=== fwd_hazard_ctrl_flat ===
### Routing congestion map, fwd_hazard_ctrl_flat

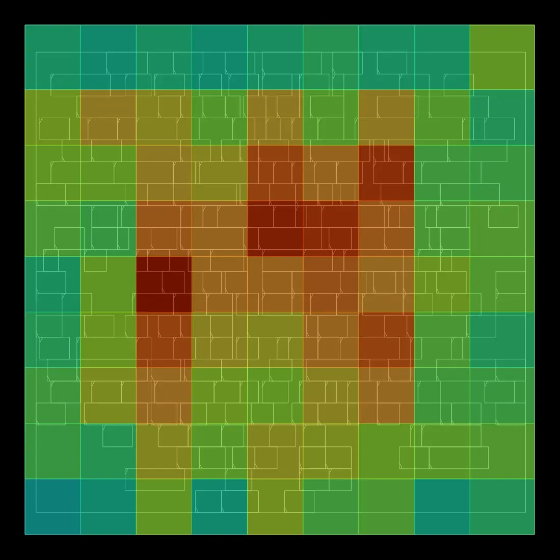

--- src/rtl/pipe_ctrl_pkg.sv ---
// Shared definitions for the EX-stage forwarding/hazard controller:
// the forwarding-select encoding and the in-flight scoreboard entry.
package pipe_ctrl_pkg;

  localparam int SB_AW = 5;
  localparam int SB_SW = 2;

  localparam logic [SB_SW-1:0] FWD_REG = 2'b00;
  localparam logic [SB_SW-1:0] FWD_WB  = 2'b01;
  localparam logic [SB_SW-1:0] FWD_MEM = 2'b10;

  typedef struct packed {
    logic             vld;
    logic             rw;
    logic             mr;
    logic [SB_AW-1:0] dest;
  } sb_entry_t;

  localparam sb_entry_t SB_EMPTY = '{vld: 1'b0, rw: 1'b0, mr: 1'b0, dest: {SB_AW{1'b0}}};

  // An entry is a usable producer only if it writes a register other than $0.
  function automatic logic sb_writes(input sb_entry_t e);
    return e.vld && e.rw && (e.dest != {SB_AW{1'b0}});
  endfunction

endpackage

--- src/rtl/fwd_hazard_ctrl_if.sv ---
// Pipeline-side bundle of the forwarding/hazard controller: ID-stage operand
// info and freeze/flush in, stall and registered EX forwarding controls out.
interface fwd_hazard_ctrl_if #(
  parameter int REG_AW = 5,
  parameter int SEL_W  = 2
);
  import pipe_ctrl_pkg::*;

  logic              Hold;
  logic              Flush;
  logic [REG_AW-1:0] ID_Rs;
  logic [REG_AW-1:0] ID_Rt;
  logic              ID_UseRs;
  logic              ID_UseRt;
  logic [REG_AW-1:0] ID_Dest;
  logic              ID_RegWrite;
  logic              ID_MemRead;
  logic              Stall;
  logic              EX_Bubble;
  logic [SEL_W-1:0]  AluSrcA_Sel;
  logic [SEL_W-1:0]  AluSrcB_Sel;
  sb_entry_t         Dbg_W;

  modport master (
    output Hold, Flush, ID_Rs, ID_Rt, ID_UseRs, ID_UseRt,
           ID_Dest, ID_RegWrite, ID_MemRead,
    input  Stall, EX_Bubble, AluSrcA_Sel, AluSrcB_Sel, Dbg_W
  );

  modport slave (
    input  Hold, Flush, ID_Rs, ID_Rt, ID_UseRs, ID_UseRt,
           ID_Dest, ID_RegWrite, ID_MemRead,
    output Stall, EX_Bubble, AluSrcA_Sel, AluSrcB_Sel, Dbg_W
  );

endinterface

--- src/rtl/fwd_sel_cmp.sv ---
// Per-source forwarding select: the EX producer (newest) wins over MEM;
// an unused source or no match selects the register-file value.
module fwd_sel_cmp
  import pipe_ctrl_pkg::*;
#(
  parameter int REG_AW = 5,
  parameter int SEL_W  = 2
) (
  input  logic              use_i,
  input  logic [REG_AW-1:0] src_i,
  input  logic              e_wr_i,
  input  logic [REG_AW-1:0] e_dest_i,
  input  logic              m_wr_i,
  input  logic [REG_AW-1:0] m_dest_i,
  output logic [SEL_W-1:0]  sel_o
);

  // Priority compare against the EX then MEM producers.
  always_comb begin
    sel_o = FWD_REG;
    if (!use_i) begin
      sel_o = FWD_REG;
    end else if (e_wr_i && (e_dest_i == src_i)) begin
      sel_o = FWD_MEM;
    end else if (m_wr_i && (m_dest_i == src_i)) begin
      sel_o = FWD_WB;
    end else begin
      sel_o = FWD_REG;
    end
  end

endmodule

--- src/rtl/fwd_hazard_ctrl.sv ---
// EX-stage forwarding and load-use hazard controller for the 5-stage pipeline.
// Optional performance counters (StallCnt, FwdCnt) under FWD_HAZARD_PERF_EN.
module fwd_hazard_ctrl
  import pipe_ctrl_pkg::*;
#(
  parameter int REG_AW = 5,
  parameter int SEL_W  = 2
) (
  input  logic              clk,
  input  logic              rst,
  fwd_hazard_ctrl_if.slave  bus
`ifdef FWD_HAZARD_PERF_EN
  ,
  output logic [31:0]       StallCnt,
  output logic [31:0]       FwdCnt
`endif
);

  sb_entry_t        e_q, e_d;
  sb_entry_t        m_q, m_d;
  sb_entry_t        w_q, w_d;
  logic [SEL_W-1:0] sel_a_q, sel_a_d;
  logic [SEL_W-1:0] sel_b_q, sel_b_d;
  logic             bubble_q, bubble_d;

  logic             stall_s;
  logic             e_wr_s;
  logic             m_wr_s;
  logic             advance_s;
  logic [SEL_W-1:0] sel_a_s;
  logic [SEL_W-1:0] sel_b_s;

  assign e_wr_s = sb_writes(e_q);
  assign m_wr_s = sb_writes(m_q);

  // A load in EX feeding the ID instruction costs one bubble; a flush overrides it.
  assign stall_s = !bus.Flush && e_wr_s && e_q.mr &&
                   ((bus.ID_UseRs && (bus.ID_Rs == e_q.dest)) ||
                    (bus.ID_UseRt && (bus.ID_Rt == e_q.dest)));

  assign advance_s = !bus.Hold && !bus.Flush && !stall_s;

  fwd_sel_cmp #(.REG_AW(REG_AW), .SEL_W(SEL_W)) u_cmp_a (
    .use_i    (bus.ID_UseRs),
    .src_i    (bus.ID_Rs),
    .e_wr_i   (e_wr_s),
    .e_dest_i (e_q.dest),
    .m_wr_i   (m_wr_s),
    .m_dest_i (m_q.dest),
    .sel_o    (sel_a_s)
  );

  fwd_sel_cmp #(.REG_AW(REG_AW), .SEL_W(SEL_W)) u_cmp_b (
    .use_i    (bus.ID_UseRt),
    .src_i    (bus.ID_Rt),
    .e_wr_i   (e_wr_s),
    .e_dest_i (e_q.dest),
    .m_wr_i   (m_wr_s),
    .m_dest_i (m_q.dest),
    .sel_o    (sel_b_s)
  );

  // Scoreboard shift and EX control next-state: hold > flush/stall > advance.
  always_comb begin
    e_d      = e_q;
    m_d      = m_q;
    w_d      = w_q;
    sel_a_d  = sel_a_q;
    sel_b_d  = sel_b_q;
    bubble_d = bubble_q;
    if (bus.Hold) begin
      e_d      = e_q;
      m_d      = m_q;
      w_d      = w_q;
      sel_a_d  = sel_a_q;
      sel_b_d  = sel_b_q;
      bubble_d = bubble_q;
    end else if (bus.Flush || stall_s) begin
      w_d      = m_q;
      m_d      = e_q;
      e_d      = SB_EMPTY;
      sel_a_d  = FWD_REG;
      sel_b_d  = FWD_REG;
      bubble_d = 1'b1;
    end else begin
      w_d      = m_q;
      m_d      = e_q;
      e_d      = '{vld: 1'b1, rw: bus.ID_RegWrite, mr: bus.ID_MemRead, dest: bus.ID_Dest};
      sel_a_d  = sel_a_s;
      sel_b_d  = sel_b_s;
      bubble_d = 1'b0;
    end
  end

  // State registers; EX starts out holding a NOP.
  always_ff @(posedge clk) begin
    if (rst) begin
      e_q      <= SB_EMPTY;
      m_q      <= SB_EMPTY;
      w_q      <= SB_EMPTY;
      sel_a_q  <= FWD_REG;
      sel_b_q  <= FWD_REG;
      bubble_q <= 1'b1;
    end else begin
      e_q      <= e_d;
      m_q      <= m_d;
      w_q      <= w_d;
      sel_a_q  <= sel_a_d;
      sel_b_q  <= sel_b_d;
      bubble_q <= bubble_d;
    end
  end

  assign bus.Stall       = stall_s;
  assign bus.EX_Bubble   = bubble_q;
  assign bus.AluSrcA_Sel = sel_a_q;
  assign bus.AluSrcB_Sel = sel_b_q;
  assign bus.Dbg_W       = w_q;

`ifdef FWD_HAZARD_PERF_EN
  logic [31:0] stall_cnt_q, stall_cnt_d;
  logic [31:0] fwd_cnt_q, fwd_cnt_d;

  // Counter next-state; both wrap naturally at 2^32.
  always_comb begin
    stall_cnt_d = stall_cnt_q;
    fwd_cnt_d   = fwd_cnt_q;
    if (stall_s && !bus.Hold) begin
      stall_cnt_d = stall_cnt_q + 32'd1;
    end else begin
      stall_cnt_d = stall_cnt_q;
    end
    if (advance_s && ((sel_a_s != FWD_REG) || (sel_b_s != FWD_REG))) begin
      fwd_cnt_d = fwd_cnt_q + 32'd1;
    end else begin
      fwd_cnt_d = fwd_cnt_q;
    end
  end

  // Counter registers.
  always_ff @(posedge clk) begin
    if (rst) begin
      stall_cnt_q <= 32'd0;
      fwd_cnt_q   <= 32'd0;
    end else begin
      stall_cnt_q <= stall_cnt_d;
      fwd_cnt_q   <= fwd_cnt_d;
    end
  end

  assign StallCnt = stall_cnt_q;
  assign FwdCnt   = fwd_cnt_q;
`else
  logic unused_adv_s;
  assign unused_adv_s = advance_s;
`endif

endmodule

--- src/flat_wrapper.sv ---
// flat-port wrapper written by rule: the top's interface ports become plain ports
module fwd_hazard_ctrl_flat import pipe_ctrl_pkg::*;
#(
  parameter int REG_AW = 5,
  parameter int SEL_W  = 2
)
  (clk, rst, bus_Hold, bus_Flush, bus_ID_Rs, bus_ID_Rt, bus_ID_UseRs, bus_ID_UseRt, bus_ID_Dest, bus_ID_RegWrite, bus_ID_MemRead, bus_Stall, bus_EX_Bubble, bus_AluSrcA_Sel, bus_AluSrcB_Sel, bus_Dbg_W);
  fwd_hazard_ctrl_if #(.REG_AW(REG_AW), .SEL_W(SEL_W)) bus_i ();
  input  logic clk;
  input  logic rst;
  input wire logic [$bits(bus_i.Hold)-1:0] bus_Hold;
  input wire logic [$bits(bus_i.Flush)-1:0] bus_Flush;
  input wire logic [$bits(bus_i.ID_Rs)-1:0] bus_ID_Rs;
  input wire logic [$bits(bus_i.ID_Rt)-1:0] bus_ID_Rt;
  input wire logic [$bits(bus_i.ID_UseRs)-1:0] bus_ID_UseRs;
  input wire logic [$bits(bus_i.ID_UseRt)-1:0] bus_ID_UseRt;
  input wire logic [$bits(bus_i.ID_Dest)-1:0] bus_ID_Dest;
  input wire logic [$bits(bus_i.ID_RegWrite)-1:0] bus_ID_RegWrite;
  input wire logic [$bits(bus_i.ID_MemRead)-1:0] bus_ID_MemRead;
  output wire logic [$bits(bus_i.Stall)-1:0] bus_Stall;
  output wire logic [$bits(bus_i.EX_Bubble)-1:0] bus_EX_Bubble;
  output wire logic [$bits(bus_i.AluSrcA_Sel)-1:0] bus_AluSrcA_Sel;
  output wire logic [$bits(bus_i.AluSrcB_Sel)-1:0] bus_AluSrcB_Sel;
  output wire logic [$bits(bus_i.Dbg_W)-1:0] bus_Dbg_W;
  assign bus_i.Hold = bus_Hold;
  assign bus_i.Flush = bus_Flush;
  assign bus_i.ID_Rs = bus_ID_Rs;
  assign bus_i.ID_Rt = bus_ID_Rt;
  assign bus_i.ID_UseRs = bus_ID_UseRs;
  assign bus_i.ID_UseRt = bus_ID_UseRt;
  assign bus_i.ID_Dest = bus_ID_Dest;
  assign bus_i.ID_RegWrite = bus_ID_RegWrite;
  assign bus_i.ID_MemRead = bus_ID_MemRead;
  assign bus_Stall = bus_i.Stall;
  assign bus_EX_Bubble = bus_i.EX_Bubble;
  assign bus_AluSrcA_Sel = bus_i.AluSrcA_Sel;
  assign bus_AluSrcB_Sel = bus_i.AluSrcB_Sel;
  assign bus_Dbg_W = bus_i.Dbg_W;
  fwd_hazard_ctrl #(.REG_AW(REG_AW), .SEL_W(SEL_W)) u_core (.clk(clk), .rst(rst), .bus(bus_i));
endmodule
--- config.mk ---
export PLATFORM = sky130hd
export DESIGN_NAME = fwd_hazard_ctrl_flat
export DESIGN_NICKNAME = d
export VERILOG_FILES = /design/src/rtl/pipe_ctrl_pkg.sv /design/src/rtl/fwd_hazard_ctrl_if.sv /design/src/rtl/fwd_sel_cmp.sv /design/src/rtl/fwd_hazard_ctrl.sv /design/src/flat_wrapper.sv
export SDC_FILE = /design/constraint.sdc
export NUM_CORES = 1
export LEC_CHECK = 0
export CORE_UTILIZATION = 35
export CTS_BUF_LIST = sky130_fd_sc_hd__clkbuf_8
export CTS_CLUSTER_SIZE = 12
export DETAILED_ROUTE_END_ITERATION = 10
export MAX_ROUTING_LAYER = met4
export SLEW_MARGIN = 5
export SYNTH_ARGS = -nofsm -noshare
export SYNTH_HDL_FRONTEND = slang
export SYNTH_SLANG_ARGS = --single-unit
--- constraint.sdc ---
create_clock -name clk -period 1.46 [get_ports clk]
set_input_delay 0.219 -clock clk [delete_from_list [all_inputs] [get_ports clk]]
set_output_delay 0.219 -clock clk [all_outputs]
set_load 0.005 [all_outputs]
=== pixel_plot_queue ===
===== src/rtl/pixel_pkg.sv =====
`default_nettype none
// ============================================================================
// Module      : pixel_pkg
// Description : Shared types and screen-size defaults for the pixel plot
//               queue. pixel_t is the 18-bit queued pixel, q_state_t the
//               completion state machine encoding.
// Revision    : 1.0 - initial release
// ============================================================================
package pixel_pkg;

    localparam int DEF_SCREEN_W = 160;
    localparam int DEF_SCREEN_H = 120;

    typedef struct packed {
        logic [7:0] x;
        logic [6:0] y;
        logic [2:0] colour;
    } pixel_t;

    typedef enum logic [1:0] {
        RUN   = 2'd0,
        DRAIN = 2'd1,
        DONE  = 2'd2
    } q_state_t;

endpackage
`default_nettype wire


===== src/rtl/pixel_fifo.sv =====
`default_nettype none
// ============================================================================
// Module      : pixel_fifo
// Description : Synchronous show-ahead FIFO of pixel_t. The head entry is
//               visible on 'head' whenever the FIFO is not empty and reads
//               as zero when empty.
// Ports       : clk, rst        - clock, synchronous active-high reset
//               push, push_data - write strobe and data (ignored when full)
//               pop             - read strobe (ignored when empty)
//               full, empty     - occupancy flags
//               head            - current head entry
// Revision    : 1.0 - initial release
// ============================================================================
module pixel_fifo
    import pixel_pkg::*;
#(
    parameter int DEPTH = 8
) (
    input  logic   clk,
    input  logic   rst,
    input  logic   push,
    input  pixel_t push_data,
    input  logic   pop,
    output logic   full,
    output logic   empty,
    output pixel_t head
);

    localparam int               c_aw      = $clog2(DEPTH);
    localparam logic [c_aw-1:0]  c_ptr_one = c_aw'(1);
    localparam logic [c_aw:0]    c_cnt_one = (c_aw+1)'(1);
    localparam logic [c_aw:0]    c_cnt_max = (c_aw+1)'(DEPTH);

    pixel_t            r_mem [DEPTH];
    logic [c_aw-1:0]   r_wr_ptr;
    logic [c_aw-1:0]   r_rd_ptr;
    logic [c_aw:0]     r_count;

    logic w_push_en;
    logic w_pop_en;

    assign full      = (r_count == c_cnt_max);
    assign empty     = (r_count == '0);
    assign w_push_en = push && !full;
    assign w_pop_en  = pop && !empty;

    // Head is forced to zero when empty so the outputs are defined after
    // reset without having to clear the storage array.
    assign head = empty ? '0 : r_mem[r_rd_ptr];

    always_ff @(posedge clk) begin
        if (w_push_en) begin
            r_mem[r_wr_ptr] <= push_data;
        end
    end

    // Pointers wrap naturally because DEPTH is a power of two.
    always_ff @(posedge clk) begin
        if (rst) begin
            r_wr_ptr <= '0;
            r_rd_ptr <= '0;
            r_count  <= '0;
        end else begin
            if (w_push_en) begin
                r_wr_ptr <= r_wr_ptr + c_ptr_one;
            end
            if (w_pop_en) begin
                r_rd_ptr <= r_rd_ptr + c_ptr_one;
            end
            case ({w_push_en, w_pop_en})
                2'b10:   r_count <= r_count + c_cnt_one;
                2'b01:   r_count <= r_count - c_cnt_one;
                default: r_count <= r_count;
            endcase
        end
    end

endmodule
`default_nettype wire


===== src/rtl/pixel_plot_queue.sv =====
`default_nettype none
// ============================================================================
// Module      : pixel_plot_queue
// Description : Clips drawer pixel strobes to the visible screen, buffers the
//               survivors in a show-ahead FIFO and hands them to the VGA
//               adapter over valid/ready. Reports completion once the drawer
//               is done and every queued pixel has been written.
// Ports       : in_x/in_y/in_colour/in_plot/in_ready - drawer side
//               src_done                             - drawer done level
//               vga_x/vga_y/vga_colour/vga_plot/vga_ready - adapter side
//               drained       - done seen and queue empty
//               clipped_count - saturating count of clipped beats
//               overflow      - sticky, strobe seen while not ready
// Revision    : 1.0 - initial release
// ============================================================================
module pixel_plot_queue
    import pixel_pkg::*;
#(
    parameter int DEPTH    = 8,
    parameter int SCREEN_W = DEF_SCREEN_W,
    parameter int SCREEN_H = DEF_SCREEN_H
) (
    input  logic        clk,
    input  logic        rst,
    input  logic [7:0]  in_x,
    input  logic [6:0]  in_y,
    input  logic [2:0]  in_colour,
    input  logic        in_plot,
    output logic        in_ready,
    input  logic        src_done,
    output logic [7:0]  vga_x,
    output logic [6:0]  vga_y,
    output logic [2:0]  vga_colour,
    output logic        vga_plot,
    input  logic        vga_ready,
    output logic        drained,
    output logic [15:0] clipped_count,
    output logic        overflow
);

    localparam logic [1:0] c_st_run   = RUN;
    localparam logic [1:0] c_st_drain = DRAIN;
    localparam logic [1:0] c_st_done  = DONE;

    // One extra bit so a screen edge of 256/128 still compares correctly.
    localparam logic [8:0] c_x_lim = 9'(SCREEN_W);
    localparam logic [7:0] c_y_lim = 8'(SCREEN_H);

    logic   w_full;
    logic   w_empty;
    logic   w_accept;
    logic   w_clip;
    logic   w_push;
    logic   w_pop;
    pixel_t w_in_pix;
    pixel_t w_head;

    logic [1:0]  r_state;
    logic [15:0] r_clipped;
    logic        r_overflow;

    assign in_ready = !w_full;
    assign w_accept = in_plot && !w_full;
    assign w_clip   = ({1'b0, in_x} >= c_x_lim) || ({1'b0, in_y} >= c_y_lim);
    assign w_push   = w_accept && !w_clip;
    assign w_pop    = !w_empty && vga_ready;

    assign w_in_pix.x      = in_x;
    assign w_in_pix.y      = in_y;
    assign w_in_pix.colour = in_colour;

    pixel_fifo #(
        .DEPTH (DEPTH)
    ) u_fifo (
        .clk       (clk),
        .rst       (rst),
        .push      (w_push),
        .push_data (w_in_pix),
        .pop       (w_pop),
        .full      (w_full),
        .empty     (w_empty),
        .head      (w_head)
    );

    assign vga_x         = w_head.x;
    assign vga_y         = w_head.y;
    assign vga_colour    = w_head.colour;
    assign vga_plot      = !w_empty;
    assign drained       = (r_state == c_st_done);
    assign clipped_count = r_clipped;
    assign overflow      = r_overflow;

    always_ff @(posedge clk) begin
        if (rst) begin
            r_clipped  <= '0;
            r_overflow <= 1'b0;
        end else begin
            if (w_accept && w_clip && (r_clipped != 16'hFFFF)) begin
                r_clipped <= r_clipped + 16'd1;
            end
            // A strobe against a full queue is lost, never counted as clipped.
            if (in_plot && w_full) begin
                r_overflow <= 1'b1;
            end
        end
    end

    // Completion tracking. A falling src_done always wins and returns to RUN.
    always_ff @(posedge clk) begin
        if (rst) begin
            r_state <= c_st_run;
        end else begin
            case (r_state)
                c_st_run: begin
                    if (src_done) begin
                        r_state <= c_st_drain;
                    end
                end
                c_st_drain: begin
                    if (!src_done) begin
                        r_state <= c_st_run;
                    end else if (w_empty && !w_push) begin
                        r_state <= c_st_done;
                    end
                end
                c_st_done: begin
                    if (!src_done) begin
                        r_state <= c_st_run;
                    end else if (w_push) begin
                        r_state <= c_st_drain;
                    end
                end
                default: r_state <= c_st_run;
            endcase
        end
    end

endmodule
`default_nettype wire


===== config.mk =====
export PLATFORM = sky130hd
export DESIGN_NAME = pixel_plot_queue
export DESIGN_NICKNAME = d
export VERILOG_FILES = /design/src/rtl/pixel_pkg.sv /design/src/rtl/pixel_fifo.sv /design/src/rtl/pixel_plot_queue.sv
export SDC_FILE = /design/constraint.sdc
export NUM_CORES = 1
export LEC_CHECK = 0
export CORE_MARGIN = 2
export CORE_UTILIZATION = 45
export CTS_BUF_LIST = sky130_fd_sc_hd__clkbuf_16
export CTS_CLUSTER_DIAMETER = 100
export DETAILED_ROUTE_END_ITERATION = 8
export PLACE_DENSITY = 0.67
export SYNTH_ARGS = -nofsm -noshare
export SYNTH_HDL_FRONTEND = slang
export SYNTH_SLANG_ARGS = --single-unit
export TNS_END_PERCENT = 10

===== constraint.sdc =====
create_clock -name clk -period 3.3 [get_ports clk]
set_clock_uncertainty 0.1 [all_clocks]
set_input_delay 0.66 -clock clk [delete_from_list [all_inputs] [get_ports clk]]
set_output_delay 0.66 -clock clk [all_outputs]
set_load 0.01 [all_outputs]

=== int_responder_flat ===
$ cat config.mk
export PLATFORM = sky130hd
export DESIGN_NAME = int_responder_flat
export DESIGN_NICKNAME = d
export VERILOG_FILES = /design/src/rtl/int_responder_if.sv /design/src/rtl/int_responder.sv /design/src/flat_wrapper.sv
export SDC_FILE = /design/constraint.sdc
export NUM_CORES = 1
export LEC_CHECK = 0
export CORE_ASPECT_RATIO = 0.5
export CORE_MARGIN = 4
export CORE_UTILIZATION = 51
export DETAILED_ROUTE_END_ITERATION = 8
export HOLD_SLACK_MARGIN = 0.06
export PLACE_DENSITY = 0.83
export REMOVE_ABC_BUFFERS = 1
export SYNTH_ARGS = -nofsm -noshare
export SYNTH_HDL_FRONTEND = slang
export SYNTH_SLANG_ARGS = --single-unit
$ cat constraint.sdc
create_clock -name i_clk -period 2.77 [get_ports i_clk]
set_input_delay 0.554 -clock i_clk [delete_from_list [all_inputs] [get_ports i_clk]]
set_output_delay 0.554 -clock i_clk [all_outputs]
set_load 0.005 [all_outputs]
$ cat src/rtl/int_responder_if.sv
// Signal bundle between the interrupt responder and the arbiter, core, stack port and fetch unit.
// The slave modport is the responder's view; master is the surrounding core's view.
interface int_responder_if;
    logic [4:0]  int_req;
    logic        instr_end;
    logic        blk;
    logic        reti;
    logic [15:0] pc;
    logic [4:0]  int_ack;
    logic        push_req;
    logic [7:0]  push_data;
    logic        push_ack;
    logic        vec_vld;
    logic [15:0] vec_addr;
    logic        vec_ack;
    logic        in_service;
    logic [2:0]  svc_idx;

    modport slave (
        input  int_req, instr_end, blk, reti, pc, push_ack, vec_ack,
        output int_ack, push_req, push_data, vec_vld, vec_addr, in_service, svc_idx
    );

    modport master (
        output int_req, instr_end, blk, reti, pc, push_ack, vec_ack,
        input  int_ack, push_req, push_data, vec_vld, vec_addr, in_service, svc_idx
    );
endinterface

$ cat src/rtl/int_responder.sv
// 8051 interrupt response sequencer: accepts at an instruction boundary, pushes the return PC,
// redirects fetch to the vector and tracks the in-service interrupt until RETI.
module int_responder #(
    parameter logic [15:0] VEC_BASE   = 16'h0003,
    parameter int          VEC_STRIDE = 8
) (
    input  logic            i_clk,
    input  logic            i_rst_n,
    int_responder_if.slave  bus
);
    typedef enum logic [2:0] {
        S_IDLE, S_PUSH_LO, S_PUSH_HI, S_VECTOR, S_SERVICE
    } state_t;

    state_t      r_state, w_state_next;
    logic        r_hold, w_hold_next;
    logic [2:0]  r_idx, w_idx_next;
    logic [15:0] r_pc, w_pc_next;
    logic [15:0] r_vec, w_vec_next;

    logic [4:0]  r_int_ack, w_int_ack_next;
    logic        r_push_req, w_push_req_next;
    logic [7:0]  r_push_data, w_push_data_next;
    logic        r_vec_vld, w_vec_vld_next;
    logic [15:0] r_vec_addr, w_vec_addr_next;
    logic        r_in_service, w_in_service_next;
    logic [2:0]  r_svc_idx, w_svc_idx_next;

    logic [4:0]  w_first;
    logic [2:0]  w_sel_idx;
    logic [15:0] w_sel_vec;
    logic        w_accept;

    // Keep only the lowest set request bit so a multi-hot input still yields one source.
    assign w_first[0] = bus.int_req[0];
    generate
        for (genvar gi = 1; gi < 5; gi++) begin : g_first
            assign w_first[gi] = bus.int_req[gi] & ~(|bus.int_req[gi-1:0]);
        end
    endgenerate

    always_comb begin
        w_sel_idx = 3'd0;
        for (int k = 4; k >= 0; k--) begin
            if (w_first[k]) w_sel_idx = 3'(k);
        end
    end

    assign w_sel_vec = VEC_BASE + 16'(VEC_STRIDE) * {13'd0, w_sel_idx};
    assign w_accept  = (r_state == S_IDLE) && bus.instr_end && (|bus.int_req)
                       && !bus.blk && !r_hold;

    always_comb begin
        w_state_next   = r_state;
        w_hold_next    = r_hold;
        w_idx_next     = r_idx;
        w_pc_next      = r_pc;
        w_vec_next     = r_vec;
        w_int_ack_next = 5'd0;

        case (r_state)
            S_IDLE: begin
                // The first boundary after RETI only clears hold; it is never eligible.
                if (bus.instr_end && r_hold) begin
                    w_hold_next = 1'b0;
                end else if (w_accept) begin
                    w_idx_next     = w_sel_idx;
                    w_pc_next      = bus.pc;
                    w_vec_next     = w_sel_vec;
                    w_int_ack_next = w_first;
                    w_state_next   = S_PUSH_LO;
                end
            end
            S_PUSH_LO: if (bus.push_ack) w_state_next = S_PUSH_HI;
            S_PUSH_HI: if (bus.push_ack) w_state_next = S_VECTOR;
            S_VECTOR:  if (bus.vec_ack)  w_state_next = S_SERVICE;
            S_SERVICE: begin
                if (bus.reti) begin
                    w_state_next = S_IDLE;
                    w_hold_next  = 1'b1;
                end
            end
            default: w_state_next = S_IDLE;
        endcase

        // Outputs are derived from the next state so they are registered alongside it.
        w_push_req_next   = (w_state_next == S_PUSH_LO) || (w_state_next == S_PUSH_HI);
        w_push_data_next  = 8'd0;
        if (w_state_next == S_PUSH_LO) w_push_data_next = w_pc_next[7:0];
        if (w_state_next == S_PUSH_HI) w_push_data_next = w_pc_next[15:8];
        w_vec_vld_next    = (w_state_next == S_VECTOR);
        w_vec_addr_next   = (w_state_next == S_VECTOR) ? w_vec_next : 16'd0;
        w_in_service_next = (w_state_next != S_IDLE);
        w_svc_idx_next    = w_in_service_next ? w_idx_next : 3'd7;
    end

    always_ff @(posedge i_clk) begin
        if (!i_rst_n) begin
            r_state      <= S_IDLE;
            r_hold       <= 1'b0;
            r_idx        <= 3'd0;
            r_pc         <= 16'd0;
            r_vec        <= 16'd0;
            r_int_ack    <= 5'd0;
            r_push_req   <= 1'b0;
            r_push_data  <= 8'd0;
            r_vec_vld    <= 1'b0;
            r_vec_addr   <= 16'd0;
            r_in_service <= 1'b0;
            r_svc_idx    <= 3'd7;
        end else begin
            r_state      <= w_state_next;
            r_hold       <= w_hold_next;
            r_idx        <= w_idx_next;
            r_pc         <= w_pc_next;
            r_vec        <= w_vec_next;
            r_int_ack    <= w_int_ack_next;
            r_push_req   <= w_push_req_next;
            r_push_data  <= w_push_data_next;
            r_vec_vld    <= w_vec_vld_next;
            r_vec_addr   <= w_vec_addr_next;
            r_in_service <= w_in_service_next;
            r_svc_idx    <= w_svc_idx_next;
        end
    end

    assign bus.int_ack    = r_int_ack;
    assign bus.push_req   = r_push_req;
    assign bus.push_data  = r_push_data;
    assign bus.vec_vld    = r_vec_vld;
    assign bus.vec_addr   = r_vec_addr;
    assign bus.in_service = r_in_service;
    assign bus.svc_idx    = r_svc_idx;
endmodule

$ cat src/flat_wrapper.sv
// flat-port wrapper written by rule: the top's interface ports become plain ports
module int_responder_flat 
#(
    parameter logic [15:0] VEC_BASE   = 16'h0003,
    parameter int          VEC_STRIDE = 8
)
  (i_clk, i_rst_n, bus_int_req, bus_instr_end, bus_blk, bus_reti, bus_pc, bus_push_ack, bus_vec_ack, bus_int_ack, bus_push_req, bus_push_data, bus_vec_vld, bus_vec_addr, bus_in_service, bus_svc_idx);
  int_responder_if bus_i ();
  input  logic i_clk;
  input  logic i_rst_n;
  input wire logic [$bits(bus_i.int_req)-1:0] bus_int_req;
  input wire logic [$bits(bus_i.instr_end)-1:0] bus_instr_end;
  input wire logic [$bits(bus_i.blk)-1:0] bus_blk;
  input wire logic [$bits(bus_i.reti)-1:0] bus_reti;
  input wire logic [$bits(bus_i.pc)-1:0] bus_pc;
  input wire logic [$bits(bus_i.push_ack)-1:0] bus_push_ack;
  input wire logic [$bits(bus_i.vec_ack)-1:0] bus_vec_ack;
  output wire logic [$bits(bus_i.int_ack)-1:0] bus_int_ack;
  output wire logic [$bits(bus_i.push_req)-1:0] bus_push_req;
  output wire logic [$bits(bus_i.push_data)-1:0] bus_push_data;
  output wire logic [$bits(bus_i.vec_vld)-1:0] bus_vec_vld;
  output wire logic [$bits(bus_i.vec_addr)-1:0] bus_vec_addr;
  output wire logic [$bits(bus_i.in_service)-1:0] bus_in_service;
  output wire logic [$bits(bus_i.svc_idx)-1:0] bus_svc_idx;
  assign bus_i.int_req = bus_int_req;
  assign bus_i.instr_end = bus_instr_end;
  assign bus_i.blk = bus_blk;
  assign bus_i.reti = bus_reti;
  assign bus_i.pc = bus_pc;
  assign bus_i.push_ack = bus_push_ack;
  assign bus_i.vec_ack = bus_vec_ack;
  assign bus_int_ack = bus_i.int_ack;
  assign bus_push_req = bus_i.push_req;
  assign bus_push_data = bus_i.push_data;
  assign bus_vec_vld = bus_i.vec_vld;
  assign bus_vec_addr = bus_i.vec_addr;
  assign bus_in_service = bus_i.in_service;
  assign bus_svc_idx = bus_i.svc_idx;
  int_responder #(.VEC_BASE(VEC_BASE), .VEC_STRIDE(VEC_STRIDE)) u_core (.i_clk(i_clk), .i_rst_n(i_rst_n), .bus(bus_i));
endmodule
=== wb_arbiter ===
**config.mk**
```make
export PLATFORM = sky130hd
export DESIGN_NAME = wb_arbiter
export DESIGN_NICKNAME = d
export VERILOG_FILES = /design/src/rtl/wb_arbiter.sv
export SDC_FILE = /design/constraint.sdc
export NUM_CORES = 1
export LEC_CHECK = 0
export ABC_AREA = 1
export CAP_MARGIN = 10
export CORE_MARGIN = 2
export CORE_UTILIZATION = 48
export CTS_CLUSTER_SIZE = 10
export DETAILED_ROUTE_END_ITERATION = 10
export GPL_TIMING_DRIVEN = 0
export MAX_ROUTING_LAYER = met4
export PLACE_DENSITY = 0.95
export REMOVE_ABC_BUFFERS = 1
export SLEW_MARGIN = 20
export SYNTH_ARGS = -nofsm -noshare
export SYNTH_HDL_FRONTEND = slang
export SYNTH_SLANG_ARGS = --single-unit
```
**constraint.sdc**
```tcl
create_clock -name clk -period 3.4 [get_ports clk]
set_clock_uncertainty 0.05 [all_clocks]
set_input_delay 0.68 -clock clk [delete_from_list [all_inputs] [get_ports clk]]
set_output_delay 0.68 -clock clk [all_outputs]
set_load 0.02 [all_outputs]
```
**src/rtl/wb_arbiter.sv**
```systemverilog
// Writeback arbiter: merges ALU and load writebacks onto one register-bank write port
// and tracks pending destination registers in a scoreboard for decode stall detection.
module wb_arbiter #(
    parameter int FIXED_PRIO = 0
) (
    input  logic        clk,
    input  logic        rst,
    input  logic        alu_valid,
    input  logic [4:0]  alu_rd,
    input  logic [31:0] alu_data,
    output logic        alu_ready,
    input  logic        mem_valid,
    input  logic [4:0]  mem_rd,
    input  logic [31:0] mem_data,
    output logic        mem_ready,
    input  logic        issue_valid,
    input  logic [4:0]  issue_rd,
    input  logic [4:0]  rs1,
    input  logic [4:0]  rs2,
    output logic        hazard,
    output logic [4:0]  writePort,
    output logic [31:0] busC,
    output logic        regWrite
);

    typedef enum logic {
        GRANT_ALU = 1'b0,
        GRANT_MEM = 1'b1
    } grant_e;

    grant_e      r_last_grant;
    logic        r_reg_write;
    logic [4:0]  r_write_port;
    logic [31:0] r_bus_c;
    logic [31:0] r_busy;

    logic        w_alu_grant;
    logic        w_mem_grant;
    logic        w_xfer;
    logic [4:0]  w_xfer_rd;
    logic [31:0] w_xfer_data;
    logic        w_write_en;
    logic [31:0] w_clr_mask;
    logic [31:0] w_set_mask;
    logic [31:0] w_busy_vis;

    always_comb begin
        w_alu_grant = 1'b0;
        w_mem_grant = 1'b0;
        if (!rst) begin
            if (alu_valid && mem_valid) begin
                if (FIXED_PRIO != 0 || r_last_grant == GRANT_ALU) begin
                    w_mem_grant = 1'b1;
                end else begin
                    w_alu_grant = 1'b1;
                end
            end else begin
                w_alu_grant = alu_valid;
                w_mem_grant = mem_valid;
            end
        end
    end

    assign alu_ready   = w_alu_grant;
    assign mem_ready   = w_mem_grant;
    assign w_xfer      = w_alu_grant | w_mem_grant;
    assign w_xfer_rd   = w_mem_grant ? mem_rd : alu_rd;
    assign w_xfer_data = w_mem_grant ? mem_data : alu_data;

    // The registered write is masked by rst so nothing reaches the bank once reset asserts.
    assign w_write_en = r_reg_write & ~rst;
    assign regWrite   = w_write_en;
    assign writePort  = r_write_port;
    assign busC       = r_bus_c;

    always_comb begin
        w_clr_mask = '0;
        w_set_mask = '0;
        if (w_write_en) begin
            w_clr_mask[r_write_port] = 1'b1;
        end
        if (issue_valid && issue_rd != 5'd0) begin
            w_set_mask[issue_rd] = 1'b1;
        end
    end

    // The register being written this cycle is already forwarded, so it no longer stalls.
    assign w_busy_vis = r_busy & ~w_clr_mask;

    always_comb begin
        hazard = 1'b0;
        if (!rst) begin
            hazard = (rs1 != 5'd0 && w_busy_vis[rs1]) ||
                     (rs2 != 5'd0 && w_busy_vis[rs2]);
        end
    end

    always_ff @(posedge clk) begin
        if (rst) begin
            r_last_grant <= GRANT_ALU;
            r_reg_write  <= 1'b0;
            r_write_port <= '0;
            r_bus_c      <= '0;
            r_busy       <= '0;
        end else begin
            r_reg_write <= w_xfer && (w_xfer_rd != 5'd0);
            if (w_xfer) begin
                r_write_port <= w_xfer_rd;
                r_bus_c      <= w_xfer_data;
                r_last_grant <= w_mem_grant ? GRANT_MEM : GRANT_ALU;
            end
            r_busy <= ((r_busy & ~w_clr_mask) | w_set_mask) & ~32'd1;
        end
    end

endmodule

```
### Routing congestion map, wb_arbiter

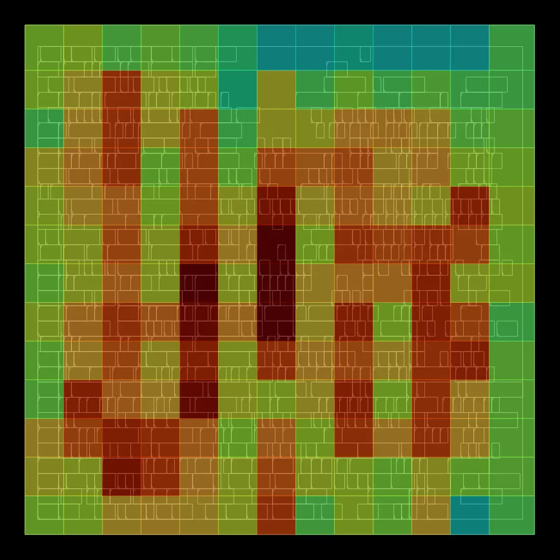
wire per inst: 17.2 um
met1 Use GR: 0.370
GR Layer Usage met3: 0.0993
Layout Utilization: 0.730
GR Layer Usage met2: 0.547

==> Changelog: implementation, wb_arbiter <==
## Implementation

- Core Box Area: 0.00729 mm2
- Non-Clock Inverter Count: a little over 40
- Fill count: 593
- Row count: 31
- Top cells, area: dfxtp_1, nand2_1, a21oi_1
- Multiplexer share: 0.0138
- Crit path kind: in -> out
- I/O Pins: 135
- Reg2Reg Setup Slack: slightly above 0.8 ns
- Hold_buf cts: 0
- GRT Resource Usage Total: 0.332
- Routed Antenna Nets: 0
- Sequential standard cell area: 0.00140 mm2
- H-tree Lvls: 3
- Cells along the critical path: clkdlybuf4s50_1, nand2_1, inv_1, nor2_1, nand2_1, clkinvlp_4, clkdlybuf4s50_1
- Largest net degree at the start of global routing: 68
- Outcome: completed
- Residual DRC: 0
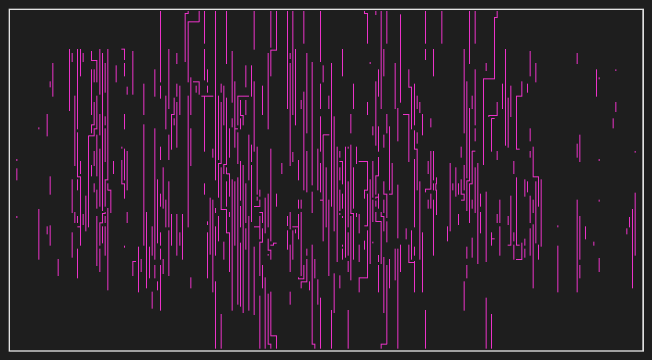
*Met2 routing, int_responder_flat*
(6 px per um)
share of all routed wire: 50%
wire length on this layer: 2570 um
nets with wire on the layer: 297

### Routing congestion map, int_responder_flat

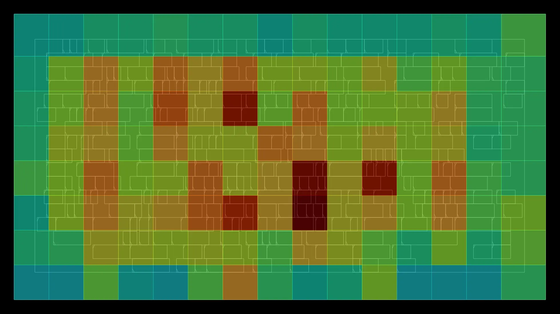
GR Layer Usage met2: 0.315
met1 Use GR: 0.193

==> Changelog: implementation, int_responder_flat <==
## Implementation

- Outcome: completed
- DRT Pass-1 Iters: 5
- Post-route minimum period: 2.21 ns
- # diodes: 0
- Buffering overhead: 0.212
- Worst Hold Path Cells: 1
- Yosys cell count: between 200 and 250
- Worst path buffer plus inverter count: 3
- Fmax: about 0.45 GHz
- Internal power of the cells: 1620 uW
- Tap Cells: 66
- Reg power frac: 0.522
- Least-Margin Pin Slew: 0.624 ns
- Endpoints failing hold: 0
- HPWL after DPL: 3650 um
- Post_cts resized: 0
- Slowest-stage cell, CP: or4b_4
- Chip area: between 0.005 and 0.006 mm2
- Final hold slack: around 0.45 ns
- Routed wl met3: between 300 and 400 um
- Comb area share: 0.257
- Post-Synth Adder-Cell Area: 0
- Post-CTS Setup Repair Bufs: 0
- Worst hold endpoint: u_core.bus.vec_addr[9]$_SDFF_PN0_
- Cells after DPL: 364
- AND/OR/NAND/NOR Cells, Area Fraction: 0.204
- Critical path depth: 7
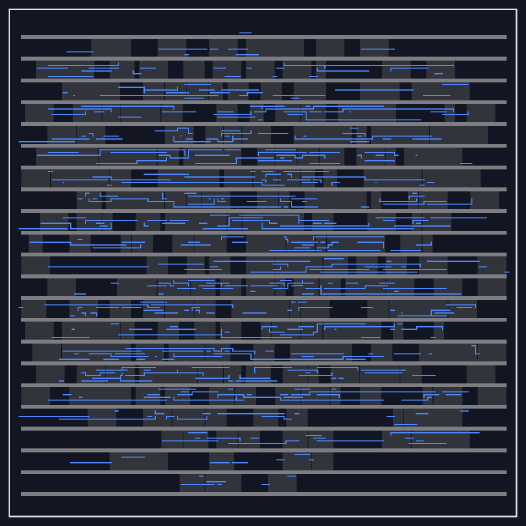
*Signal wires on met1, fwd_hazard_ctrl_flat*
(8 px per um) Supply wires on this layer in gray.
share of all routed wire: 44%
nets with wire on the layer: 205

## Picture notes: 'Routing congestion map' of fwd_hazard_ctrl_flat
GRT Resource Usage Total: 0.203
met1 Use GR: 0.229

==> Changelog: implementation, fwd_hazard_ctrl_flat <==
## Implementation

- Routed wl met3: 134 um
- Endpoints failing setup: 13
- Hold_buf cts: 0
- Finished Cell Area: ~0.0022 mm2
- Nets: around 230
- Top cells, area: dfxtp_1, mux2i_1, xnor2_1
- Routed Antenna Nets: 0
- Final worst slack: -0.385 ns
- CP Capture Type: primary output
- Pre-CTS WS: -0.912 ns
- Outcome: complete, but fails checks
- Post-synth ARST share: 0
- GR Layer Usage met2: 0.325
- Post_cts resized: 15
- Failing checks: setup timing
- IO Port Bufs: 36
### Signal wires on met1, pixel_plot_queue

(4 px per um) Supply wires on this layer in gray.
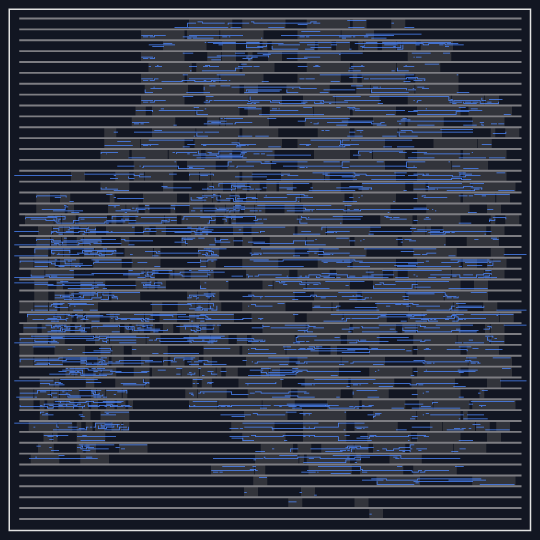
wire length on this layer: 5980 um
longest straight run: 28.1 um
nets with wire on the layer: 497
main direction: horizontal

### The metal 4 layer, pixel_plot_queue

(3 px per um) Supply wires on this layer in gray.
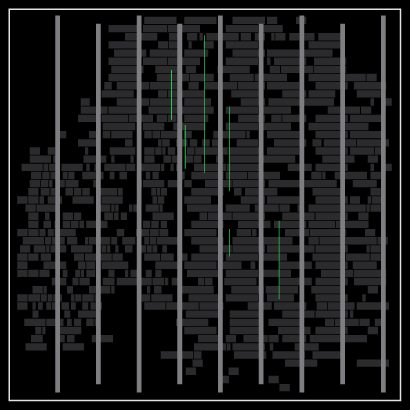
main direction: vertical
nets with wire on the layer: 3
share of all routed wire: 1.0%

==> Changelog: implementation, pixel_plot_queue <==
## Implementation

- FF+latch count: 176
- Fill count: 1227
- Ao+oa area frac: 0.0328
- Post-synth ARST share: 0
- Commonest Layout Cell: edfxtp_1
- Vias: roughly 4000
- Syn nets: between 400 and 500
- Outcome: completed
- Hold Crit Start: u_fifo.r_wr_ptr[0]$_SDFFE_PP0P_
- Comb pwr share: 0.246
- Logic cell area: 0.00206 mm2
- DRT Pass-1 Iters: 4
- Leak pwr: 0.00282 uW
- Worst Hold Class: reg -> reg
- Worst path buffer plus inverter count: 2

==> screenshots <==
Metal 3.
shot_01.png
(6 px per um)
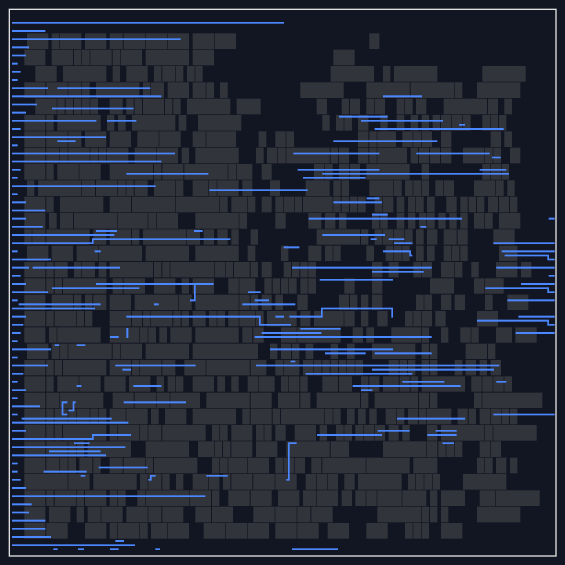
shot_02.png
(10 px per um)
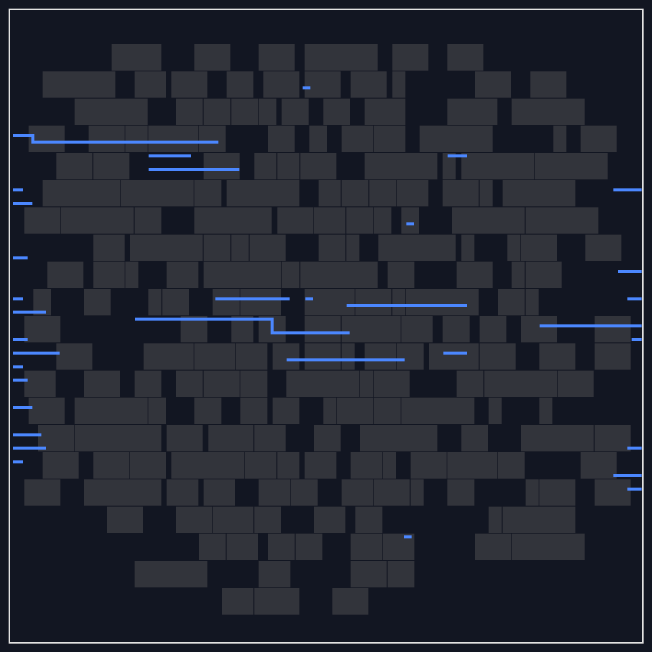
shot_03.png
(8 px per um)
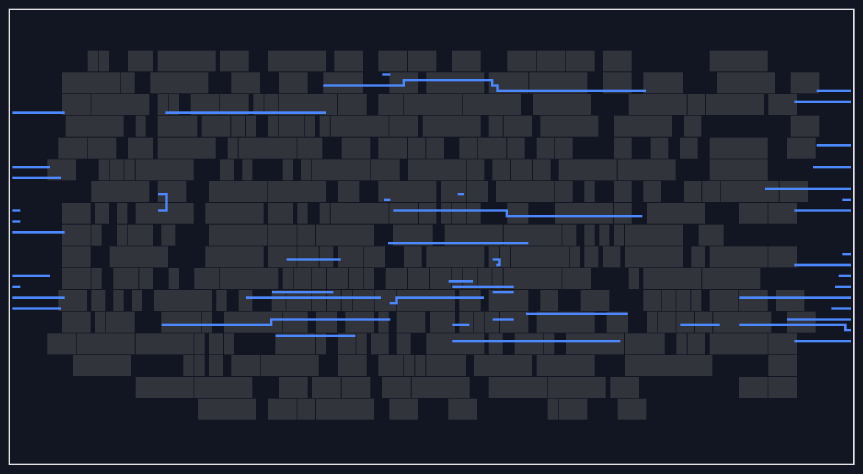
shot_04.png
(4 px per um)
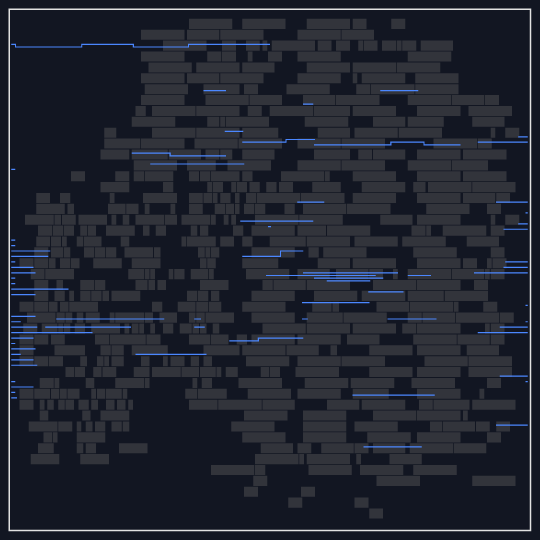
Of these, smallest die: shot_02.png
shot_04.png -> pixel_plot_queue
shot_03.png -> int_responder_flat
shot_01.png -> wb_arbiter
shot_02.png -> fwd_hazard_ctrl_flat



==> layout pictures side by side <==
Met2 routing.
picture 1
(4 px per um)
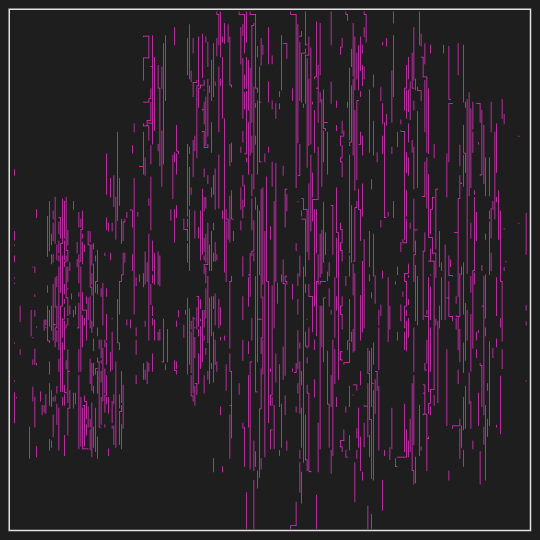
picture 2
(8 px per um)
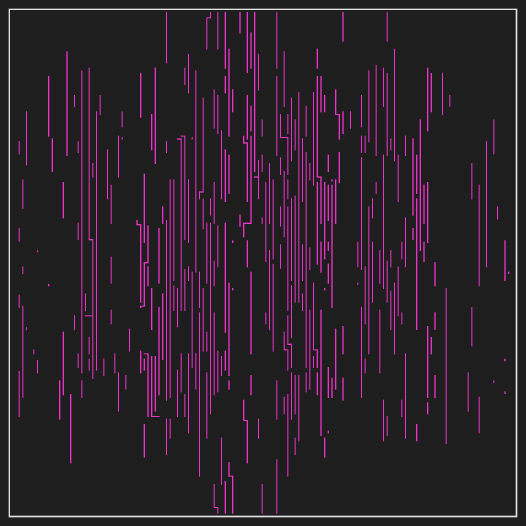
picture 3
(4 px per um)
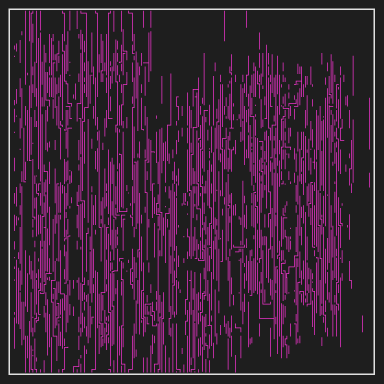
- smallest die: picture 2
- largest die: picture 1
- pixel_plot_queue = picture 1
- wb_arbiter = picture 3
- fwd_hazard_ctrl_flat = picture 2

Key to picture 3:
longest straight run: 41.5 um
main direction: vertical

Power and IR drop assume default switching activity.
